######## design 1 ########
design_1/m4.png
(1 px per um) Supply wires on this layer in grey.
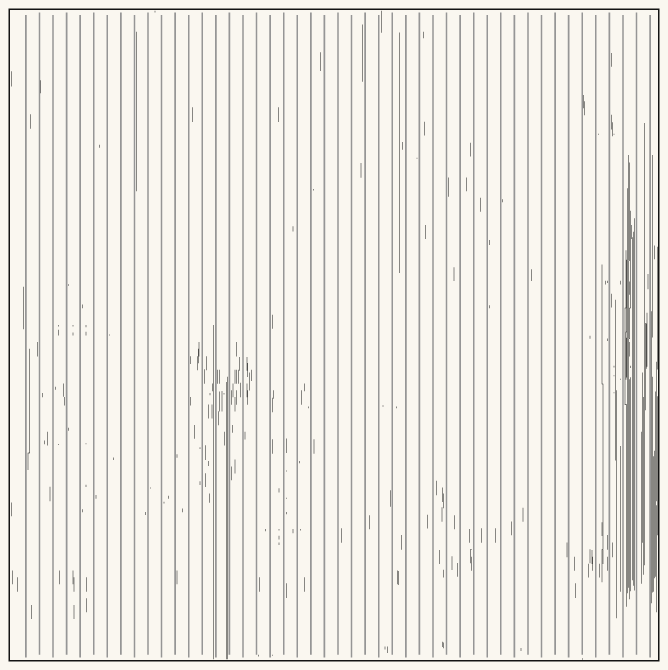

==> config.mk <==
export PLATFORM = sky130hd
export DESIGN_NAME = p2p_egress_wrr_sched
export DESIGN_NICKNAME = d
export VERILOG_FILES = /design/src/rtl/p2p_egress_wrr_sched.sv
export SDC_FILE = /design/constraint.sdc
export NUM_CORES = 1
export LEC_CHECK = 0
export ABC_AREA = 1
export CAP_MARGIN = 30
export CORE_AREA = 2 2 646 648
export CTS_CLUSTER_SIZE = 10
export DETAILED_ROUTE_END_ITERATION = 7
export DIE_AREA = 0 0 648 650
export PLACE_DENSITY_LB_ADDON = 0.2
export SLEW_MARGIN = 20
export SYNTH_ARGS = -nofsm -noshare
export SYNTH_HDL_FRONTEND = slang
export SYNTH_SLANG_ARGS = --single-unit
==> constraint.sdc <==
create_clock -name clk -period 2.75 [get_ports clk]
set_input_delay 0.825 -clock clk [delete_from_list [all_inputs] [get_ports clk]]
set_output_delay 0.825 -clock clk [all_outputs]
set_load 0.02 [all_outputs]
==> src/rtl/p2p_egress_wrr_sched.sv <==
// p2p_egress_wrr_sched: packet-atomic weighted round-robin scheduler that
// shares one p2p_tx channel between NUM_Q FWFT egress FIFOs. One arbitration
// cycle per packet; the beat path from the granted FIFO is combinational.
module p2p_egress_wrr_sched #(
   parameter int unsigned NUM_Q        = 4,
   parameter int unsigned C_DATA_WIDTH = 256,
   parameter int unsigned HEAD_WIDTH   = 64,
   parameter int unsigned WEIGHT_W     = 4
) (
   input  logic                            clk,
   input  logic                            rst,
   input  logic [NUM_Q*WEIGHT_W-1:0]       iv_weight,
   input  logic [NUM_Q-1:0]                iv_q_valid,
   input  logic [NUM_Q-1:0]                iv_q_last,
   input  logic [NUM_Q*C_DATA_WIDTH-1:0]   iv_q_data,
   input  logic [NUM_Q*HEAD_WIDTH-1:0]     iv_q_head,
   output logic [NUM_Q-1:0]                ov_q_rd_en,
   output logic                            p2p_tx_valid,
   output logic                            p2p_tx_last,
   output logic [C_DATA_WIDTH-1:0]         p2p_tx_data,
   output logic [HEAD_WIDTH-1:0]           p2p_tx_head,
   input  logic                            p2p_tx_ready,
   output logic [$clog2(NUM_Q)-1:0]        ov_grant,
   output logic                            o_busy
);

   localparam int unsigned GW = $clog2(NUM_Q);

   typedef enum logic {
      IDLE = 1'b0,
      XFER = 1'b1
   } state_t;

   state_t                r_state;
   logic [GW-1:0]         r_grant;
   logic [GW-1:0]         r_rr_ptr;
   logic [WEIGHT_W-1:0]   r_credit;

   logic [WEIGHT_W-1:0]   w_weight [NUM_Q];
   logic                  w_found;
   logic [GW-1:0]         w_winner;
   logic [GW-1:0]         w_idx;
   logic [WEIGHT_W-1:0]   w_load_credit;
   logic                  w_regrant;
   logic                  w_accept_last;

   // Split the flat weight bus into one weight per queue
   always_comb begin
      for (int unsigned q = 0; q < NUM_Q; q++) begin
         w_weight[q] = iv_weight[q*WEIGHT_W +: WEIGHT_W];
      end
   end

   // Round-robin search starting just after the last new pick
   always_comb begin
      w_found  = 1'b0;
      w_winner = '0;
      w_idx    = '0;
      for (int unsigned k = 1; k <= NUM_Q; k++) begin
         w_idx = GW'((32'(r_rr_ptr) + k) % NUM_Q);
         if (!w_found && iv_q_valid[w_idx]) begin
            w_found  = 1'b1;
            w_winner = w_idx;
         end
      end
   end

   // Credit to load on a new pick; weight 0 behaves as 1
   always_comb begin
      w_load_credit = w_weight[w_winner];
      if (w_load_credit == '0) begin
         w_load_credit = WEIGHT_W'(1);
      end
   end

   assign w_regrant = (r_credit != '0) && iv_q_valid[r_grant];

   // Combinational beat mux and pop strobe for the granted queue while in XFER
   always_comb begin
      p2p_tx_valid = 1'b0;
      p2p_tx_last  = 1'b0;
      p2p_tx_data  = '0;
      p2p_tx_head  = '0;
      ov_q_rd_en   = '0;
      if (r_state == XFER) begin
         for (int unsigned q = 0; q < NUM_Q; q++) begin
            if (GW'(q) == r_grant) begin
               p2p_tx_valid  = iv_q_valid[q];
               p2p_tx_last   = iv_q_last[q];
               p2p_tx_data   = iv_q_data[q*C_DATA_WIDTH +: C_DATA_WIDTH];
               p2p_tx_head   = iv_q_head[q*HEAD_WIDTH +: HEAD_WIDTH];
               ov_q_rd_en[q] = iv_q_valid[q] & p2p_tx_ready;
            end
         end
      end
   end

   assign w_accept_last = (r_state == XFER) & p2p_tx_valid & p2p_tx_ready & p2p_tx_last;

   // Arbitration / transfer state machine with grant, pointer and credit registers
   always_ff @(posedge clk or posedge rst) begin
      if (rst) begin
         r_state  <= IDLE;
         r_grant  <= '0;
         r_rr_ptr <= GW'(NUM_Q - 1);
         r_credit <= '0;
      end else begin
         case (r_state)
            IDLE: begin
               if (w_regrant) begin
                  r_state <= XFER;
               end else if (w_found) begin
                  r_grant  <= w_winner;
                  r_rr_ptr <= w_winner;
                  r_credit <= w_load_credit;
                  r_state  <= XFER;
               end else begin
                  r_credit <= '0;
               end
            end
            XFER: begin
               if (w_accept_last) begin
                  // credit saturates at zero so it never wraps
                  if (r_credit != '0) begin
                     r_credit <= r_credit - WEIGHT_W'(1);
                  end
                  r_state <= IDLE;
               end
            end
         endcase
      end
   end

   assign ov_grant = r_grant;
   assign o_busy   = (r_state == XFER);

endmodule

######## design 2 ########
### config.mk
export PLATFORM = sky130hd
export DESIGN_NAME = capture_scheduler
export DESIGN_NICKNAME = d
export VERILOG_FILES = /design/src/rtl/rofofo_pkg.sv /design/src/rtl/capture_scheduler.sv
export SDC_FILE = /design/constraint.sdc
export NUM_CORES = 1
export LEC_CHECK = 0
export CAP_MARGIN = 20
export CORE_AREA = 3 3 100 102
export DETAILED_ROUTE_END_ITERATION = 8
export DIE_AREA = 0 0 103 105
export PLACE_DENSITY = 0.67
export SYNTH_ARGS = -nofsm -noshare
export SYNTH_HDL_FRONTEND = slang
export SYNTH_SLANG_ARGS = --single-unit
### constraint.sdc
create_clock -name clk -period 2.2 [get_ports clk]
set_input_delay 0.44 -clock clk [delete_from_list [all_inputs] [get_ports clk]]
set_output_delay 0.44 -clock clk [all_outputs]
set_load 0.005 [all_outputs]
### src/rtl/rofofo_pkg.sv
// Shared types for the capture path: FSM state encoding and overrun counter width.
// Latency: n/a (types and constants only).
// Backpressure: n/a.
package rofofo_pkg;

   // Capture scheduler FSM states.
   typedef enum logic [1:0] {
      IDLE    = 2'd0,
      CAPTURE = 2'd1,
      SEND    = 2'd2
   } state_e;

   // Width of the saturating dropped-sample counter.
   localparam int OVR_W = 16;

endpackage

### src/rtl/capture_scheduler.sv
// Decimates I2S samples, keeps the top NBYTES bytes of each and serialises them MSB-first into a byte FIFO.
// Latency: first byte is written the cycle after the kept sample_valid, then one byte per cycle.
// Backpressure: fifo_full stalls the serializer in place; samples arriving while sending are dropped and counted.
//
// Ports:
//   clk, rst_n          system clock, asynchronous active-low reset
//   start, stop         single-cycle control pulses (arm / end capture)
//   decim, frame_len    keep 1 of decim+1 samples; samples per frame (0 = continuous), latched on start
//   sample_valid/_data  sample strobe and signed sample from the I2S receiver
//   fifo_full           FIFO write-side full flag
//   fifo_wr_en/_data    FIFO byte write port
//   capturing           high while armed (CAPTURE or SEND)
//   done                one-cycle pulse when a frame completes or a stop takes effect
//   overrun_count       samples dropped since start, saturating
module capture_scheduler
   import rofofo_pkg::*;
#(
   parameter int DATA_SIZE     = 24,
   parameter int REDUCE_FACTOR = 2
) (
   input  logic                 clk,
   input  logic                 rst_n,
   input  logic                 start,
   input  logic                 stop,
   input  logic [3:0]           decim,
   input  logic [15:0]          frame_len,
   input  logic                 sample_valid,
   input  logic [DATA_SIZE-1:0] sample_data,
   input  logic                 fifo_full,
   output logic                 fifo_wr_en,
   output logic [7:0]           fifo_wr_data,
   output logic                 capturing,
   output logic                 done,
   output logic [OVR_W-1:0]     overrun_count
);

   localparam int NBYTES = DATA_SIZE / 8 - REDUCE_FACTOR;
   localparam int SW     = 8 * NBYTES;
   localparam int IDX_W  = (NBYTES > 1) ? $clog2(NBYTES) : 1;
   localparam logic [IDX_W-1:0] IDX_LAST = IDX_W'(NBYTES - 1);

   state_e               state_q, state_d;
   logic [3:0]           decim_q, decim_d;
   logic [15:0]          frame_len_q, frame_len_d;
   logic [3:0]           dec_cnt_q, dec_cnt_d;
   logic [15:0]          smp_cnt_q, smp_cnt_d;
   logic [SW-1:0]        shift_q, shift_d;
   logic [IDX_W-1:0]     idx_q, idx_d;
   logic                 stop_pend_q, stop_pend_d;
   logic [OVR_W-1:0]     overrun_q, overrun_d;
   logic                 done_q, done_d;

   logic [SW-1:0]        sample_top;
   logic [3:0]           dec_next;
   logic [15:0]          smp_inc;
   logic                 frame_end;

   // Discarded LSB bytes fall off the shift; the cast keeps the retained MSB bytes.
   assign sample_top = SW'(sample_data >> (8 * REDUCE_FACTOR));
   assign dec_next   = (dec_cnt_q == decim_q) ? 4'd0 : dec_cnt_q + 4'd1;
   assign smp_inc    = smp_cnt_q + 16'd1;
   assign frame_end  = (frame_len_q != 16'd0) && (smp_inc == frame_len_q);

   always_comb begin
      state_d     = state_q;
      decim_d     = decim_q;
      frame_len_d = frame_len_q;
      dec_cnt_d   = dec_cnt_q;
      smp_cnt_d   = smp_cnt_q;
      shift_d     = shift_q;
      idx_d       = idx_q;
      stop_pend_d = stop_pend_q;
      overrun_d   = overrun_q;
      done_d      = 1'b0;

      case (state_q)
         IDLE: begin
            // stop beats a coincident start
            if (start && !stop) begin
               state_d     = CAPTURE;
               decim_d     = decim;
               frame_len_d = frame_len;
               dec_cnt_d   = 4'd0;
               smp_cnt_d   = 16'd0;
               overrun_d   = '0;
               stop_pend_d = 1'b0;
               idx_d       = '0;
            end
         end

         CAPTURE: begin
            if (stop) begin
               state_d = IDLE;
               done_d  = 1'b1;
            end else if (sample_valid) begin
               dec_cnt_d = dec_next;
               if (dec_cnt_q == 4'd0) begin
                  shift_d = sample_top;
                  idx_d   = '0;
                  state_d = SEND;
               end
            end
         end

         SEND: begin
            if (stop) begin
               stop_pend_d = 1'b1;
            end
            // A busy serializer drops the sample but still counts it against decimation.
            if (sample_valid) begin
               dec_cnt_d = dec_next;
               if (overrun_q != {OVR_W{1'b1}}) begin
                  overrun_d = overrun_q + 1'b1;
               end
            end
            if (!fifo_full) begin
               shift_d = shift_q << 8;
               idx_d   = idx_q + 1'b1;
               if (idx_q == IDX_LAST) begin
                  idx_d     = '0;
                  smp_cnt_d = smp_inc;
                  // A stop landing on the final byte merges with frame completion: one done.
                  if (stop_pend_q || stop || frame_end) begin
                     state_d     = IDLE;
                     done_d      = 1'b1;
                     stop_pend_d = 1'b0;
                  end else begin
                     state_d = CAPTURE;
                  end
               end
            end
         end

         default: begin
            state_d = IDLE;
         end
      endcase
   end

   always_ff @(posedge clk or negedge rst_n) begin
      if (!rst_n) begin
         state_q     <= IDLE;
         decim_q     <= 4'd0;
         frame_len_q <= 16'd0;
         dec_cnt_q   <= 4'd0;
         smp_cnt_q   <= 16'd0;
         shift_q     <= '0;
         idx_q       <= '0;
         stop_pend_q <= 1'b0;
         overrun_q   <= '0;
         done_q      <= 1'b0;
      end else begin
         state_q     <= state_d;
         decim_q     <= decim_d;
         frame_len_q <= frame_len_d;
         dec_cnt_q   <= dec_cnt_d;
         smp_cnt_q   <= smp_cnt_d;
         shift_q     <= shift_d;
         idx_q       <= idx_d;
         stop_pend_q <= stop_pend_d;
         overrun_q   <= overrun_d;
         done_q      <= done_d;
      end
   end

   // Write port is combinational from state so the first byte goes out the cycle after the kept sample.
   assign fifo_wr_en    = (state_q == SEND) && !fifo_full;
   assign fifo_wr_data  = (state_q == SEND) ? shift_q[SW-1 -: 8] : 8'h00;
   assign capturing     = (state_q != IDLE);
   assign done          = done_q;
   assign overrun_count = overrun_q;

endmodule
design_2/closeup.png
Region (36, 16) to (66, 46) um. Cells in grey, sequential cells in the stronger grey; small squares are vias.
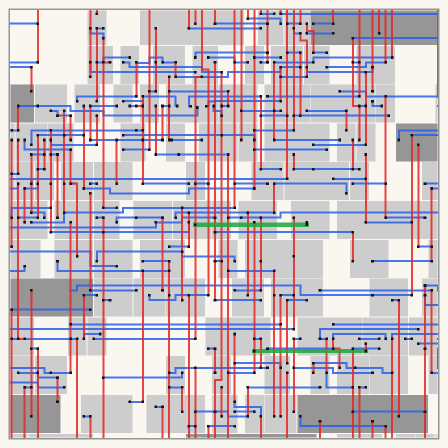
layer	colour
M3	green
M2	red
M1	blue
most frequent	buf_4 (16), nand2_1 (9), nor2_1 (7)
sequential cells in the window	3
cells with their middle in the window	83

==> impl_metrics.tcl, design 2 <==
# yosys + openroad results
set metrics [dict create \
    synth_cell_types 44 \
    cts_tree "yes" \
    cp_top_family "buffers and inverters" \
    netlist.area_leader.share 0.444 \
    criticalPathCategory "register to primary output" \
    met3_length_um 338 \
    inverters 12 \
    status "finished, final reports clean" \
    period_used_share 0.975 \
    ys_sh_adder 0.0261 \
    whs_ns 0.0971 \
    fp_util 0.417 \
    die_area_um2 10800 \
    grt_max_degree 35 \
    net-switching-power_mw 1.94 \
]
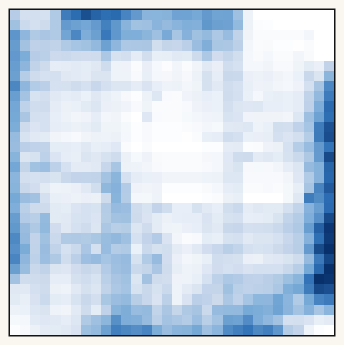
design_1/route_heat.png
(0.5 px per um) 32 x 32 tiles, from white (low) to dark blue (high), scaled to the fullest tile. Values are wire area over tile area, all layers added.
emptiest ninth of the die	centre
densest ninth of the die	lower right
fullest tile	0.55
mean over tiles	0.13

Notes on design_1/m4.png above:
wire length on this layer	10200 um
longest straight run	442 um
nets with wire on the layer	215
share of all routed wire	3.1%

==> impl_metrics.tcl, design 1 <==
# yosys + openroad results
set metrics [dict create \
    status "complete, but fails checks" \
    violations "setup timing" \
    fp_util 0.0253 \
    post_dp_cell_area_um2 40100 \
    inverters 193 \
    setup_viol 332 \
    grt_max_degree 56 \
    clockBufferDepth 2 \
    grt_pass1_wl_mm 384 \
    ff2ff_path_depth 15 \
    die_x_um 648 \
    path_depth 9 \
    finalWorstSetupSlack_ns -0.575 \
    p_seq_frac 0.005 \
    clkCellAreaFrac 0.00172 \
    vias_per_cell 2.70 \
    largest_register_ff_count 4 \
    hold_path.class "register to register" \
]

